# ---- design 1 ----
Fig. 1: design 1, routing congestion map
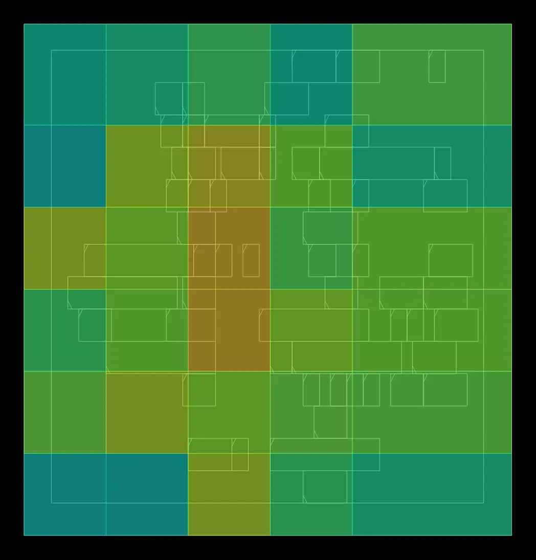
Fig. 2: design 1, metal layers overlaid
Scale: 12 px per um. Only two layers are drawn.
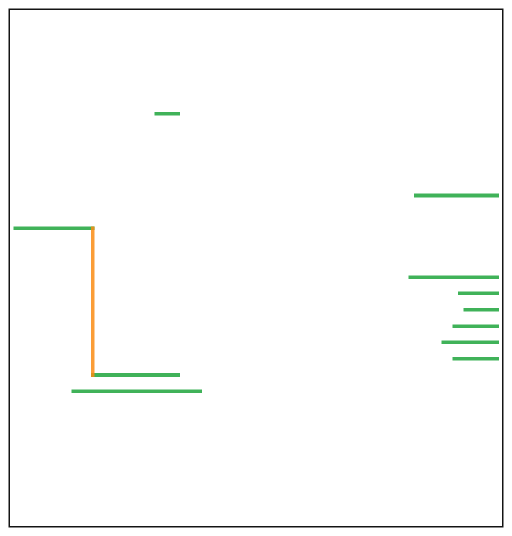
File: src/rtl/rr_arb_pkg.sv
// rtl/rr_arb_pkg.sv - shared widths, FSM state type and priority search for rr_arbiter_4
package rr_arb_pkg;

  localparam int N_REQ  = 4;
  localparam int IDX_W  = 2;
  localparam int HOLD_W = 8;

  typedef enum logic [0:0] {
    IDLE = 1'b0,
    BUSY = 1'b1
  } arb_state_t;

  // Returns {found, index} of the first set request scanning ptr, ptr+1, ... mod N_REQ.
  // The scan runs from the farthest offset down so the nearest hit is written last.
  function automatic logic [IDX_W:0] rr_pick(input logic [N_REQ-1:0] req,
                                             input logic [IDX_W-1:0] ptr);
    logic [IDX_W:0]   res;
    logic [IDX_W-1:0] idx;
    res = '0;
    for (int i = N_REQ - 1; i >= 0; i--) begin
      idx = ptr + IDX_W'(i);
      if (req[idx]) res = {1'b1, idx};
    end
    return res;
  endfunction

endpackage

File: src/rtl/rr_arbiter_4_if.sv
// rtl/rr_arbiter_4_if.sv - requester-facing request/grant bundle for rr_arbiter_4
interface rr_arbiter_4_if;
  import rr_arb_pkg::*;

  logic              en;
  logic [N_REQ-1:0]  req;
  logic [N_REQ-1:0]  gnt;
  logic [IDX_W-1:0]  gnt_idx;
  logic              gnt_vld;
  logic              timeout;

  modport master (
    output en, req,
    input  gnt, gnt_idx, gnt_vld, timeout
  );

  modport slave (
    input  en, req,
    output gnt, gnt_idx, gnt_vld, timeout
  );

endinterface

File: src/rtl/decoder_2to4.sv
// rtl/decoder_2to4.sv - 2:4 one-hot decoder with enable; all outputs low when disabled
module decoder_2to4 (
  input  logic [1:0] in,
  input  logic       en,
  output logic [3:0] out
);

  always_comb begin
    out = 4'b0000;
    if (en) out[in] = 1'b1;
  end

endmodule

File: src/rtl/rr_arbiter_4.sv
// rtl/rr_arbiter_4.sv - 4-way round-robin arbiter with hold-until-release grants
// Optional forced release after MAX_HOLD cycles is built when RR_ARB_TIMEOUT_EN is defined.
module rr_arbiter_4
  import rr_arb_pkg::*;
#(
  parameter int MAX_HOLD = 16
) (
  input  logic            clk,
  input  logic            rst,
  rr_arbiter_4_if.slave   bus
);

  if (MAX_HOLD < 2 || MAX_HOLD > (1 << HOLD_W) - 1) begin : g_bad_max_hold
    $error("rr_arbiter_4: MAX_HOLD out of range");
  end

  arb_state_t       state;
  logic [IDX_W-1:0] ptr;
  logic [IDX_W-1:0] gnt_idx_q;
  logic             gnt_vld_q;
  logic [IDX_W:0]   pick;

  assign pick = rr_pick(bus.req, ptr);

`ifdef RR_ARB_TIMEOUT_EN
  localparam logic [HOLD_W-1:0] HOLD_LAST = HOLD_W'(MAX_HOLD - 1);

  logic [HOLD_W-1:0] hold_cnt;
  logic              timeout_q;

  always_ff @(posedge clk or posedge rst) begin
    if (rst) begin
      state     <= IDLE;
      ptr       <= '0;
      gnt_idx_q <= '0;
      gnt_vld_q <= 1'b0;
      timeout_q <= 1'b0;
      hold_cnt  <= '0;
    end else begin
      timeout_q <= 1'b0;
      case (state)
        IDLE: begin
          if (bus.en && pick[IDX_W]) begin
            state     <= BUSY;
            gnt_idx_q <= pick[IDX_W-1:0];
            gnt_vld_q <= 1'b1;
            ptr       <= pick[IDX_W-1:0] + IDX_W'(1);
            hold_cnt  <= '0;
          end
        end
        BUSY: begin
          // Enable loss and owner release win over the hold limit, so no pulse then.
          if (!bus.en || !bus.req[gnt_idx_q]) begin
            state     <= IDLE;
            gnt_vld_q <= 1'b0;
          end else if (hold_cnt == HOLD_LAST) begin
            state     <= IDLE;
            gnt_vld_q <= 1'b0;
            timeout_q <= 1'b1;
          end else begin
            hold_cnt <= hold_cnt + HOLD_W'(1);
          end
        end
        default: begin
          state     <= IDLE;
          gnt_vld_q <= 1'b0;
        end
      endcase
    end
  end

  assign bus.timeout = timeout_q;
`else
  always_ff @(posedge clk or posedge rst) begin
    if (rst) begin
      state     <= IDLE;
      ptr       <= '0;
      gnt_idx_q <= '0;
      gnt_vld_q <= 1'b0;
    end else begin
      case (state)
        IDLE: begin
          if (bus.en && pick[IDX_W]) begin
            state     <= BUSY;
            gnt_idx_q <= pick[IDX_W-1:0];
            gnt_vld_q <= 1'b1;
            ptr       <= pick[IDX_W-1:0] + IDX_W'(1);
          end
        end
        BUSY: begin
          if (!bus.en || !bus.req[gnt_idx_q]) begin
            state     <= IDLE;
            gnt_vld_q <= 1'b0;
          end
        end
        default: begin
          state     <= IDLE;
          gnt_vld_q <= 1'b0;
        end
      endcase
    end
  end

  assign bus.timeout = 1'b0;
`endif

  assign bus.gnt_idx = gnt_idx_q;
  assign bus.gnt_vld = gnt_vld_q;

  // Decoding registered state keeps gnt free of any combinational path from req.
  decoder_2to4 u_dec (
    .in  (gnt_idx_q),
    .en  (gnt_vld_q),
    .out (bus.gnt)
  );

endmodule

File: src/flat_wrapper.sv
// flat-port wrapper written by rule: the top's interface ports become plain ports
module rr_arbiter_4_flat import rr_arb_pkg::*;
#(
  parameter int MAX_HOLD = 16
)
  (clk, rst, bus_en, bus_req, bus_gnt, bus_gnt_idx, bus_gnt_vld, bus_timeout);
  rr_arbiter_4_if bus_i ();
  input  logic clk;
  input  logic rst;
  input wire logic [$bits(bus_i.en)-1:0] bus_en;
  input wire logic [$bits(bus_i.req)-1:0] bus_req;
  output wire logic [$bits(bus_i.gnt)-1:0] bus_gnt;
  output wire logic [$bits(bus_i.gnt_idx)-1:0] bus_gnt_idx;
  output wire logic [$bits(bus_i.gnt_vld)-1:0] bus_gnt_vld;
  output wire logic [$bits(bus_i.timeout)-1:0] bus_timeout;
  assign bus_i.en = bus_en;
  assign bus_i.req = bus_req;
  assign bus_gnt = bus_i.gnt;
  assign bus_gnt_idx = bus_i.gnt_idx;
  assign bus_gnt_vld = bus_i.gnt_vld;
  assign bus_timeout = bus_i.timeout;
  rr_arbiter_4 #(.MAX_HOLD(MAX_HOLD)) u_core (.clk(clk), .rst(rst), .bus(bus_i));
endmodule
File: config.mk
export PLATFORM = sky130hd
export DESIGN_NAME = rr_arbiter_4_flat
export DESIGN_NICKNAME = d
export VERILOG_FILES = /design/src/rtl/rr_arb_pkg.sv /design/src/rtl/rr_arbiter_4_if.sv /design/src/rtl/decoder_2to4.sv /design/src/rtl/rr_arbiter_4.sv /design/src/flat_wrapper.sv
export SDC_FILE = /design/constraint.sdc
export NUM_CORES = 1
export LEC_CHECK = 0
export CORE_AREA = 2 2 39 41
export CTS_CLUSTER_DIAMETER = 150
export DETAILED_ROUTE_END_ITERATION = 8
export DIE_AREA = 0 0 41 43
export GPL_ROUTABILITY_DRIVEN = 0
export MAX_ROUTING_LAYER = met4
export SLEW_MARGIN = 20
export SYNTH_ARGS = -nofsm -noshare
export SYNTH_HDL_FRONTEND = slang
export SYNTH_SLANG_ARGS = --single-unit
File: constraint.sdc
create_clock -name clk -period 2.6 [get_ports clk]
set_input_delay 0.52 -clock clk [delete_from_list [all_inputs] [get_ports clk]]
set_output_delay 0.52 -clock clk [all_outputs]
set_load 0.02 [all_outputs]
==> results.txt <==
Notes on the flow run.

- Per the OpenROAD floorplan log, the height of the die is 43 um.
- Per STA, the endpoint of the critical path is bus_gnt[0].
- The power report puts the leakage power at 0.238 nW.
- The part of the total power dissipated in sequential elements is 33.8%, for reference.
- The run finished with clean final reports.
- The multi-input combinational cells in the finished layout cover a total of 213 sq um.
- In this run the count of I/O pins placed on the die edge is 15.
- For reference, the post-synthesis area per instance comes to 8.65 sq um.
- For this run, the chip area from Yosys synthesis comes to approximately 390 sq um.
- The biggest area contributor in the post-synthesis netlist is sky130_fd_sc_hd__dfrtp_1.
- The global-route wire length before repair is roughly 1300 um, for reference.
- For this run, the slowest stage of the critical path takes roughly 0.63 ns.
- The final clock skew is slightly below 0.004 ns, for reference.
- The later-pin clock latency in the skew report is 0.24 ns, for reference.
- The report lists the power per cell area as 931 nW/um^2.
- The overall power after layout is 0.516 mW, for reference.
- The count of endpoints failing hold in the final timing report is 0, for reference.
- The cell sitting at the root of the clock tree is a sky130_fd_sc_hd__clkbuf_4.
- The worst setup path is launched from a flop.
- The post-route report lists met1 wire length as 367 um.
- The setup slack after placement is 0.552 ns, for reference.
- Warnings reported by Yosys during synthesis add up to 0.
- The maximum level of the CTS H-tree is 1, for reference.
- After synthesis, the share of flip-flops with an asynchronous set or reset is 100%.
- The area of all placed cells without fillers is 554 sq um, for reference.
- No sink is reached through more buffers than the 2 on the longest clock path.
- The worst register-to-register path has a depth of 4.
- The via count of the first global-routing pass came to 322.
About Fig. 1:
layer carrying the most global-route usage: met2
detailed-route wire length per cell: 10.5 um
GRT met3 Usage: 7.85%
core occupancy in the finished layout: 40.1%
total routing usage reported by global routing: 11.7%

About Fig. 2:
colour	layer	wire length
green	metal 3	57.4 um
orange	metal 4	12.2 um
total wire length after detailed routing: 801 um
via count of the routed design: 372

[cells by family after synthesis]
family,Yosys count,synth area share (%)
xor gates and xnor gates,1,2.25
other,1,0.964
muxes,2,9.65
and+or+nand+nor,17,22.2
DFF,6,38.6
AOI/OAI and AO/OA,12,19.6
buffers and inverters,6,6.75
[flip-flops by register name (all words and copies together) (netlist names)]
register,count
u_core.bus.gnt_idx,2
u_core.state,1
u_core.ptr,2
u_core.bus.gnt_vld,1
[worst max-delay path, delay by kind of cell, from the launching register on]
kind,cells,cell delay (ns)
AND/OR/NAND/NOR,1,0.21
flip-flops,1,0.43
buffers and inverters,1,0.63

# ---- design 2 ----
$ cat src/rtl/seq_scan_ctrl.sv
// seq_scan_ctrl
//   Sequencer that scans a sequence buffer from address 0 to len-1 by driving
//   an external enable/clear address counter. It issues memory read strobes,
//   tracks the read latency through a LAT-deep tag pipeline, and tags the
//   returned data with valid/last. Completion uses a start/busy/done handshake.
//
// Ports
//   clk, reset     : clock, synchronous active-high reset
//   start, len     : begin a scan of len words (sampled in IDLE only)
//   pause          : freeze address issue while high
//   abort          : cancel the scan in progress
//   cnt_en/cnt_clr : increment / clear to the external counter
//   cnt_q          : external counter value
//   mem_rd_en      : memory read strobe, mem_addr = cnt_q
//   mem_rdata      : memory read data (LAT cycles after mem_rd_en)
//   dat_out        : mem_rdata passthrough
//   dat_valid/last : dat_out valid / final word of the scan
//   busy, done     : scan in progress / one-cycle completion pulse
module seq_scan_ctrl #(
    parameter int unsigned ADDR_W = 11,
    parameter int unsigned LAT    = 1,
    parameter int unsigned DATA_W = 8
) (
    input  logic              clk,
    input  logic              reset,
    input  logic              start,
    input  logic [ADDR_W-1:0] len,
    input  logic              pause,
    input  logic              abort,
    output logic              cnt_en,
    output logic              cnt_clr,
    input  logic [ADDR_W-1:0] cnt_q,
    output logic              mem_rd_en,
    output logic [ADDR_W-1:0] mem_addr,
    input  logic [DATA_W-1:0] mem_rdata,
    output logic [DATA_W-1:0] dat_out,
    output logic              dat_valid,
    output logic              dat_last,
    output logic              busy,
    output logic              done
);

    typedef enum logic [2:0] {
        S_IDLE,
        S_CLR,
        S_RUN,
        S_DRAIN,
        S_DONE
    } state_t;

    state_t            state, state_nx;
    logic [ADDR_W-1:0] len_r;
    logic [LAT-1:0]    pipe_v;
    logic [LAT-1:0]    pipe_l;
    logic              at_end;
    logic              last_tag;
    logic              kill;

    assign mem_addr  = cnt_q;
    assign dat_out   = mem_rdata;
    assign dat_valid = pipe_v[LAT-1];
    assign dat_last  = pipe_l[LAT-1];

    // Counter sits on the final address; the issue here is the last read.
    assign at_end = (cnt_q == len_r - ADDR_W'(1));
    // abort only acts outside IDLE, so start wins when both arrive in IDLE.
    assign kill   = abort && (state != S_IDLE);

    always_comb begin
        state_nx  = state;
        cnt_en    = 1'b0;
        cnt_clr   = 1'b0;
        mem_rd_en = 1'b0;
        busy      = 1'b1;
        done      = 1'b0;
        case (state)
            S_IDLE: begin
                busy = 1'b0;
                if (start) begin
                    state_nx = (len != '0) ? S_CLR : S_DONE;
                end
            end
            S_CLR: begin
                cnt_clr  = 1'b1;
                state_nx = S_RUN;
            end
            S_RUN: begin
                mem_rd_en = ~pause;
                // Counter holds on the last address so mem_addr never wraps.
                cnt_en    = ~pause & ~at_end;
                if (~pause && at_end) begin
                    state_nx = S_DRAIN;
                end
            end
            S_DRAIN: begin
                if (dat_valid && dat_last) begin
                    state_nx = S_DONE;
                end
            end
            S_DONE: begin
                done     = 1'b1;
                state_nx = S_IDLE;
            end
            default: state_nx = S_IDLE;
        endcase
        // Abort overrides every other decision made above.
        if (kill) begin
            state_nx  = S_IDLE;
            cnt_clr   = 1'b1;
            cnt_en    = 1'b0;
            mem_rd_en = 1'b0;
            done      = 1'b0;
        end
    end

    assign last_tag = mem_rd_en & at_end;

    always_ff @(posedge clk) begin
        if (reset) begin
            state  <= S_IDLE;
            len_r  <= '0;
            pipe_v <= '0;
            pipe_l <= '0;
        end else begin
            state <= state_nx;
            if (state == S_IDLE && start && len != '0) begin
                len_r <= len;
            end
            if (kill) begin
                pipe_v <= '0;
                pipe_l <= '0;
            end else begin
                pipe_v[0] <= mem_rd_en;
                pipe_l[0] <= last_tag;
                for (int unsigned i = 1; i < LAT; i++) begin
                    pipe_v[i] <= pipe_v[i-1];
                    pipe_l[i] <= pipe_l[i-1];
                end
            end
        end
    end

endmodule

$ cat config.mk
export PLATFORM = sky130hd
export DESIGN_NAME = seq_scan_ctrl
export DESIGN_NICKNAME = d
export VERILOG_FILES = /design/src/rtl/seq_scan_ctrl.sv
export SDC_FILE = /design/constraint.sdc
export NUM_CORES = 1
export LEC_CHECK = 0
export CORE_ASPECT_RATIO = 0.9
export CORE_MARGIN = 2
export CORE_UTILIZATION = 43
export CTS_CLUSTER_SIZE = 20
export DETAILED_ROUTE_END_ITERATION = 16
export PLACE_DENSITY = 0.85
export SLEW_MARGIN = 10
export SYNTH_ARGS = -nofsm -noshare
export SYNTH_HDL_FRONTEND = slang
export SYNTH_SLANG_ARGS = --single-unit
export TNS_END_PERCENT = 10
$ cat constraint.sdc
create_clock -name clk -period 3.4 [get_ports clk]
set_input_delay 0.51 -clock clk [delete_from_list [all_inputs] [get_ports clk]]
set_output_delay 0.51 -clock clk [all_outputs]
set_load 0.01 [all_outputs]
==> results.txt <==
Notes on the flow run.

- The cell count after synthesis is about 140, for reference.
- The net switching component of the power is 0.185 mW, for reference.
- In this run, the synthesized area fraction spent on xor and xnor cells is recorded as 9.25%.
- The critical path's largest stage delay is 0.50 ns, for reference.
- Yosys attributes the largest share of cell area to sky130_fd_sc_hd__dfxtp_1 26%, sky130_fd_sc_hd__buf_4 13%, sky130_fd_sc_hd__mux2i_1 8.9%.
- The via count of the routed design is between 1000 and 1500, for reference.
- Summed over all instances, the cell type with the most area after synthesis is sky130_fd_sc_hd__dfxtp_1.
- Looking at the power breakdown, combinational cells take 42.4% of the total.
- The most critical setup path has its startpoint at len_r[0].
- The net count after synthesis is ~180.
- The synthesized-area fraction occupied by and/or/nand/nor cells is 27.4%, for reference.
- The chip area in the Yosys report is 1230 sq um, for reference.
- The cell type of the slowest stage on the worst timing path is sky130_fd_sc_hd__or3b_2, for reference.
- The mapped netlist covers 1230 sq um.
- The flow ran to the end, and the final reports show no timing, DRC or antenna violations.
- The cell-mix breakdown from Yosys lists the adder-cell area share as 1.02%.
- The fraction of the mapped netlist area in compound gates is 10.2%, for reference.
- The final max-slew violation count is 0, for reference.
- For met3 alone, demand over resource in global routing was 1.42%.
- The synth_stat.txt file lists the number of cells as 144.
- The met2 usage in global routing is 29.5%, for reference.
- Per the OpenROAD power report, leakage power amounts to 0.581 nW.
- Counting endpoints that fail hold in the final report gives 0.
- The clock reaches the later pin of the worst-skew pair after roughly 0.28 ns.
- Registers are responsible for 40.2% of the overall power.
- The kind of path behind the tightest hold check is flop to flop, for reference.
==> stage by stage <==
step	utilization, %	std cells	cell area, sq um	hold slack (ns)
4_1_cts	58.2	209	1590	0.539
3_5_place_dp	57.4	206	1560	0.527
5_1_grt	58.9	211	1600	0.594
6_report	58.9	211	1600	0.542
2_1_floorplan	-	144	1230	0.482
3_3_place_gp	57.4	206	1560	0.516
==> timing repair <==
action | CTS | global route
setup endpoints to repair | 0 | 1
buffers inserted | 0 | 2
resized | 0 | 1
Fig. 3: design 2, metal 3
Scale: 6 px per um. Cells faint in the background.
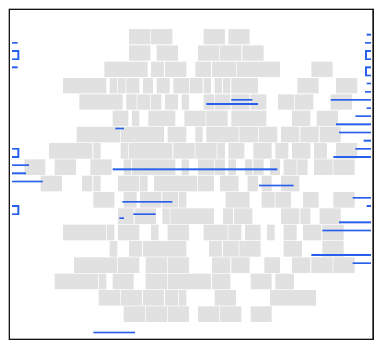
wire length on this layer	149 um
longest straight run	27.1 um
share of all routed wire	5.3%

Fig. 4: design 2, register map, names as in the netlist
Scale: 8 px per um. Other sequential cells in the stronger grey, the rest of the logic in the fainter grey.
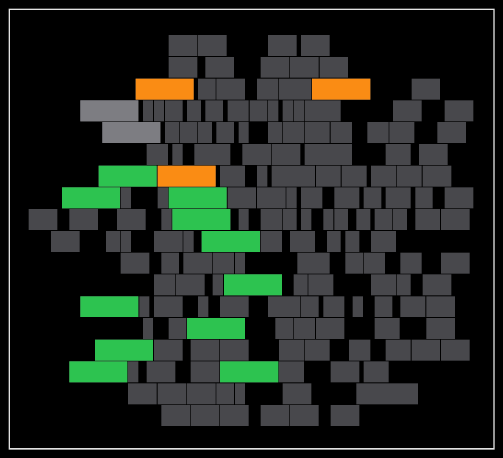
colour	name in the netlist	sequential cells
orange	state	3
green	len_r	11
not coloured	2
core occupancy in the finished layout: 58.9%
Seq power: 0.227 mW
FF/Latch Area: 320 sq um
fraction of area in registers: 20.0%


# ---- design 3 ----
`config.mk`:
```
export PLATFORM = sky130hd
export DESIGN_NAME = alu_seq_flat
export DESIGN_NICKNAME = d
export VERILOG_FILES = /design/src/rtl/alu_seq_if.sv /design/src/rtl/alu_seq.sv /design/src/flat_wrapper.sv
export SDC_FILE = /design/constraint.sdc
export NUM_CORES = 1
export LEC_CHECK = 0
export ABC_AREA = 1
export CAP_MARGIN = 25
export CORE_ASPECT_RATIO = 2
export CORE_MARGIN = 2
export CORE_UTILIZATION = 57
export DETAILED_ROUTE_END_ITERATION = 12
export GPL_ROUTABILITY_DRIVEN = 1
export GPL_TIMING_DRIVEN = 1
export MAX_ROUTING_LAYER = met4
export PLACE_DENSITY_LB_ADDON = 0.08
export SLEW_MARGIN = 20
export SYNTH_ARGS = -nofsm -noshare
export SYNTH_HDL_FRONTEND = slang
export SYNTH_SLANG_ARGS = --single-unit
```
`constraint.sdc`:
```
create_clock -name clk -period 3.2 [get_ports clk]
set_input_delay 0.64 -clock clk [delete_from_list [all_inputs] [get_ports clk]]
set_output_delay 0.64 -clock clk [all_outputs]
set_load 0.05 [all_outputs]
```
`src/rtl/alu_seq_if.sv`:
```
// Handshake bus of the multi-cycle ALU: request side (operands/op) and result side.
interface alu_seq_if #(
  parameter int WIDTH = 32,
  parameter int SHW   = $clog2(WIDTH)
);
  logic             in_valid;
  logic             in_ready;
  logic [WIDTH-1:0] srca;
  logic [WIDTH-1:0] srcb;
  logic [3:0]       alucontrol;
  logic [SHW-1:0]   shamt;
  logic             out_valid;
  logic             out_ready;
  logic [WIDTH-1:0] aluout;
  logic             zero;
  logic             illegal;

  modport master (
    output in_valid, srca, srcb, alucontrol, shamt, out_ready,
    input  in_ready, out_valid, aluout, zero, illegal
  );

  modport slave (
    input  in_valid, srca, srcb, alucontrol, shamt, out_ready,
    output in_ready, out_valid, aluout, zero, illegal
  );
endinterface

```
`src/rtl/alu_seq.sv`:
```
// Multi-cycle RV32I ALU: chunked ripple add/sub/compare, bit-serial shifts,
// valid/ready on both sides.
//   state   | meaning
//   S_IDLE  | waiting for a request, in_ready=1
//   S_ARITH | one CHUNK-wide add per cycle through carry_q
//   S_SHIFT | one-bit shift per cycle; single-step ops also pass here once
//   S_DONE  | result held until out_ready
module alu_seq #(
  parameter int WIDTH = 32,
  parameter int CHUNK = 4
) (
  input logic      clk,
  input logic      rst_n,
  alu_seq_if.slave bus
);
  localparam int SHW    = $clog2(WIDTH);
  localparam int NCHUNK = WIDTH / CHUNK;
  localparam int KW     = (NCHUNK > 1) ? $clog2(NCHUNK) : 1;
  localparam logic [KW-1:0] K_LAST = KW'(NCHUNK - 1);

  localparam logic [3:0] OP_ADD  = 4'b0000;
  localparam logic [3:0] OP_SUB  = 4'b1000;
  localparam logic [3:0] OP_SLT  = 4'b0010;
  localparam logic [3:0] OP_SLTU = 4'b0011;
  localparam logic [3:0] OP_XOR  = 4'b0100;
  localparam logic [3:0] OP_OR   = 4'b0110;
  localparam logic [3:0] OP_AND  = 4'b0111;
  localparam logic [3:0] OP_SLL  = 4'b0001;
  localparam logic [3:0] OP_SRL  = 4'b0101;
  localparam logic [3:0] OP_SRA  = 4'b1101;

  typedef enum logic [1:0] {S_IDLE, S_ARITH, S_SHIFT, S_DONE} state_t;

  state_t           state_q, state_d;
  logic [WIDTH-1:0] a_q, b_q, res_q;
  logic [3:0]       op_q;
  logic [SHW-1:0]   cnt_q;
  logic [KW-1:0]    k_q;
  logic             carry_q, ill_q, do_shift_q;

  logic             in_ready, out_valid, accept;
  logic             is_arith_in, is_shift_in, legal_in;
  logic [WIDTH-1:0] single_res, b_eff, sum_full, arith_res, shift_res;
  logic [CHUNK-1:0] c_sum;
  logic             c_out, ovf;

  assign accept = bus.in_valid && in_ready;

  always_comb begin
    is_arith_in = 1'b0;
    is_shift_in = 1'b0;
    legal_in    = 1'b1;
    single_res  = '0;
    case (bus.alucontrol)
      OP_ADD, OP_SUB, OP_SLT, OP_SLTU: is_arith_in = 1'b1;
      OP_SLL, OP_SRL, OP_SRA: begin
        is_shift_in = 1'b1;
        single_res  = bus.srca;
      end
      OP_XOR:  single_res = bus.srca ^ bus.srcb;
      OP_OR:   single_res = bus.srca | bus.srcb;
      OP_AND:  single_res = bus.srca & bus.srcb;
      default: legal_in = 1'b0;
    endcase
  end

  // sub/slt/sltu add ~B with carry-in 1 (set at accept)
  always_comb begin
    b_eff = (op_q == OP_ADD) ? b_q : ~b_q;
    {c_out, c_sum} = {1'b0, a_q[int'(k_q)*CHUNK +: CHUNK]}
                   + {1'b0, b_eff[int'(k_q)*CHUNK +: CHUNK]}
                   + {{CHUNK{1'b0}}, carry_q};
    sum_full = res_q;
    sum_full[WIDTH-1 -: CHUNK] = c_sum;
    ovf = (a_q[WIDTH-1] != b_q[WIDTH-1]) && (sum_full[WIDTH-1] != a_q[WIDTH-1]);
    case (op_q)
      OP_SLT:  arith_res = {{(WIDTH-1){1'b0}}, sum_full[WIDTH-1] ^ ovf};
      OP_SLTU: arith_res = {{(WIDTH-1){1'b0}}, ~c_out};
      default: arith_res = sum_full;
    endcase
  end

  always_comb begin
    case (op_q)
      OP_SLL:  shift_res = res_q << 1;
      OP_SRL:  shift_res = res_q >> 1;
      default: shift_res = {a_q[WIDTH-1], res_q[WIDTH-1:1]};
    endcase
  end

  always_ff @(posedge clk or negedge rst_n) begin
    if (!rst_n) begin
      state_q <= S_IDLE;
    end else begin
      state_q <= state_d;
    end
  end

  always_comb begin
    state_d = state_q;
    case (state_q)
      S_IDLE:  if (accept) state_d = is_arith_in ? S_ARITH : S_SHIFT;
      S_ARITH: if (k_q == K_LAST) state_d = S_DONE;
      S_SHIFT: if (cnt_q == SHW'(1)) state_d = S_DONE;
      default: if (bus.out_ready) state_d = S_IDLE;
    endcase
  end

  always_comb begin
    in_ready  = (state_q == S_IDLE);
    out_valid = (state_q == S_DONE);
  end

  assign bus.in_ready  = in_ready;
  assign bus.out_valid = out_valid;
  assign bus.aluout    = res_q;
  assign bus.zero      = out_valid && (res_q == '0);
  assign bus.illegal   = out_valid && ill_q;

  // Single-step ops take one pass through S_SHIFT with shifting disabled
  always_ff @(posedge clk or negedge rst_n) begin
    if (!rst_n) begin
      a_q        <= '0;
      b_q        <= '0;
      res_q      <= '0;
      op_q       <= '0;
      cnt_q      <= '0;
      k_q        <= '0;
      carry_q    <= 1'b0;
      ill_q      <= 1'b0;
      do_shift_q <= 1'b0;
    end else begin
      case (state_q)
        S_IDLE: if (accept) begin
          a_q        <= bus.srca;
          b_q        <= bus.srcb;
          op_q       <= bus.alucontrol;
          k_q        <= '0;
          carry_q    <= (bus.alucontrol != OP_ADD);
          ill_q      <= !legal_in;
          do_shift_q <= is_shift_in && (bus.shamt != '0);
          cnt_q      <= (is_shift_in && (bus.shamt != '0)) ? bus.shamt : SHW'(1);
          res_q      <= single_res;
        end
        S_ARITH: begin
          carry_q <= c_out;
          k_q     <= k_q + KW'(1);
          if (k_q == K_LAST) res_q <= arith_res;
          else res_q[int'(k_q)*CHUNK +: CHUNK] <= c_sum;
        end
        S_SHIFT: begin
          cnt_q <= cnt_q - SHW'(1);
          if (do_shift_q) res_q <= shift_res;
        end
        default: ;
      endcase
    end
  end
endmodule

```
`src/flat_wrapper.sv`:
```
// flat-port wrapper written by rule: the top's interface ports become plain ports
module alu_seq_flat 
#(
  parameter int WIDTH = 32,
  parameter int CHUNK = 4
)
  (clk, rst_n, bus_in_valid, bus_srca, bus_srcb, bus_alucontrol, bus_shamt, bus_out_ready, bus_in_ready, bus_out_valid, bus_aluout, bus_zero, bus_illegal);
  alu_seq_if #(.WIDTH(WIDTH)) bus_i ();
  input logic clk;
  input logic rst_n;
  input wire logic [$bits(bus_i.in_valid)-1:0] bus_in_valid;
  input wire logic [$bits(bus_i.srca)-1:0] bus_srca;
  input wire logic [$bits(bus_i.srcb)-1:0] bus_srcb;
  input wire logic [$bits(bus_i.alucontrol)-1:0] bus_alucontrol;
  input wire logic [$bits(bus_i.shamt)-1:0] bus_shamt;
  input wire logic [$bits(bus_i.out_ready)-1:0] bus_out_ready;
  output wire logic [$bits(bus_i.in_ready)-1:0] bus_in_ready;
  output wire logic [$bits(bus_i.out_valid)-1:0] bus_out_valid;
  output wire logic [$bits(bus_i.aluout)-1:0] bus_aluout;
  output wire logic [$bits(bus_i.zero)-1:0] bus_zero;
  output wire logic [$bits(bus_i.illegal)-1:0] bus_illegal;
  assign bus_i.in_valid = bus_in_valid;
  assign bus_i.srca = bus_srca;
  assign bus_i.srcb = bus_srcb;
  assign bus_i.alucontrol = bus_alucontrol;
  assign bus_i.shamt = bus_shamt;
  assign bus_i.out_ready = bus_out_ready;
  assign bus_in_ready = bus_i.in_ready;
  assign bus_out_valid = bus_i.out_valid;
  assign bus_aluout = bus_i.aluout;
  assign bus_zero = bus_i.zero;
  assign bus_illegal = bus_i.illegal;
  alu_seq #(.WIDTH(WIDTH), .CHUNK(CHUNK)) u_core (.clk(clk), .rst_n(rst_n), .bus(bus_i));
endmodule
```
==> results.txt <==
Notes on the flow run.

- The sequential share of the synthesized area is 32.6%, for reference.
- In this build the clock could be raised as far as 330 MHz.
- Routability-driven placement finished with a final weighted congestion of roughly 1.
- Looking at the clock tree report, the H-tree level count equals 4.
- The chip area line in the Yosys stat output reads 8680 sq um.
- The count of hold buffers inserted by post-cts repair is 0, for reference.
- The logic share of the area is 47.0%, for reference.
- The dominant delay contributor by cell family on the critical path is AND-OR/OR-AND gates, for reference.
- The die outline height is approximately 180 um, for reference.
- The cell type of the slowest stage on the worst timing path is sky130_fd_sc_hd__fa_1, for reference.
- The script logs the ratio of routed vias to standard cells as 5.82.
- The post-synthesis area per instance is around 7 sq um, for reference.
- The buffer depth of the longest clock path is 2, for reference.
- The run finished with clean final reports.
- The core outline area is ~15000 sq um, for reference.
-- worst reg2reg max path: cells and delay by family, from the launching register on --
| family | cells | cell delay [ns] |
|---|---|---|
| xor+xnor | 1 | 0.17 |
| flops | 1 | 0.45 |
| buf+inv | 3 | 0.29 |
| fa+ha+maj | 2 | 0.72 |
| compound gates | 4 | 0.83 |
| simple gates | 4 | 0.48 |
-- routing by layer --
metal / up-vias / wire length (um)
met5: - / 0
met4: 0 / 1340
met3: 103 / 1390
met2: 385 / 15000
met1: 4246 / 10200
li1: 4321 / -
Fig. 5: design 3, routing congestion map
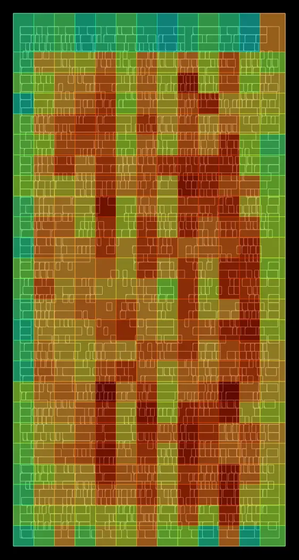
total routing usage reported by global routing: 36.3%
core occupancy in the finished layout: 71.6%
fraction of met2 tracks used by global routing: 65.2%

Fig. 6: design 3, the metal 1 layer
Scale: 4 px per um. Supply wires on this layer in grey. Cells faint in the background.
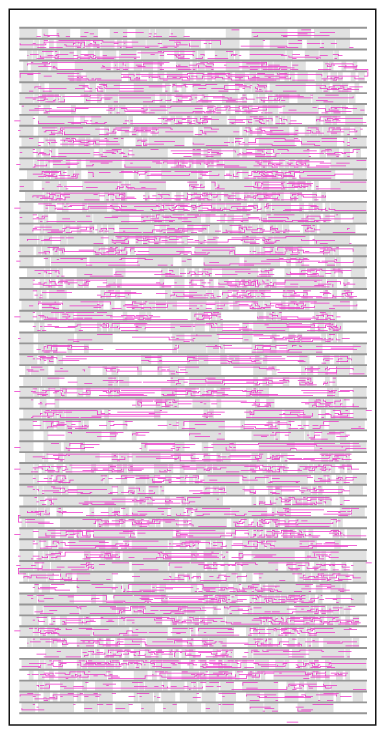
share of all routed wire	36%
main direction	horizontal
longest straight run	54.7 um
wire length on this layer	10200 um
nets with wire on the layer	1323
via count of the routed design: 9055
met1 usage in global routing: 38.4%
total wire length after detailed routing: 27900 um

Fig. 7: design 3, metal layers overlaid
Scale: 3 px per um. Only two layers are drawn.
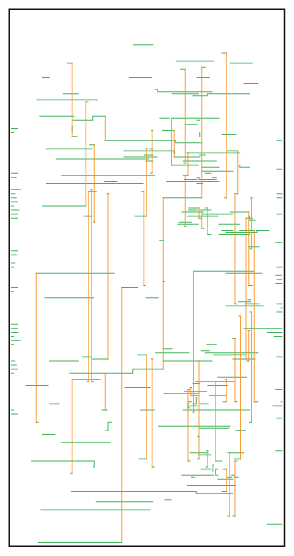
colour	layer	wire length
green	metal 3	1390 um
orange	metal 4	1340 um
detailed-route wire length per cell: 18.0 um


No activity file was given, so power comes from the tool's default toggle rates.
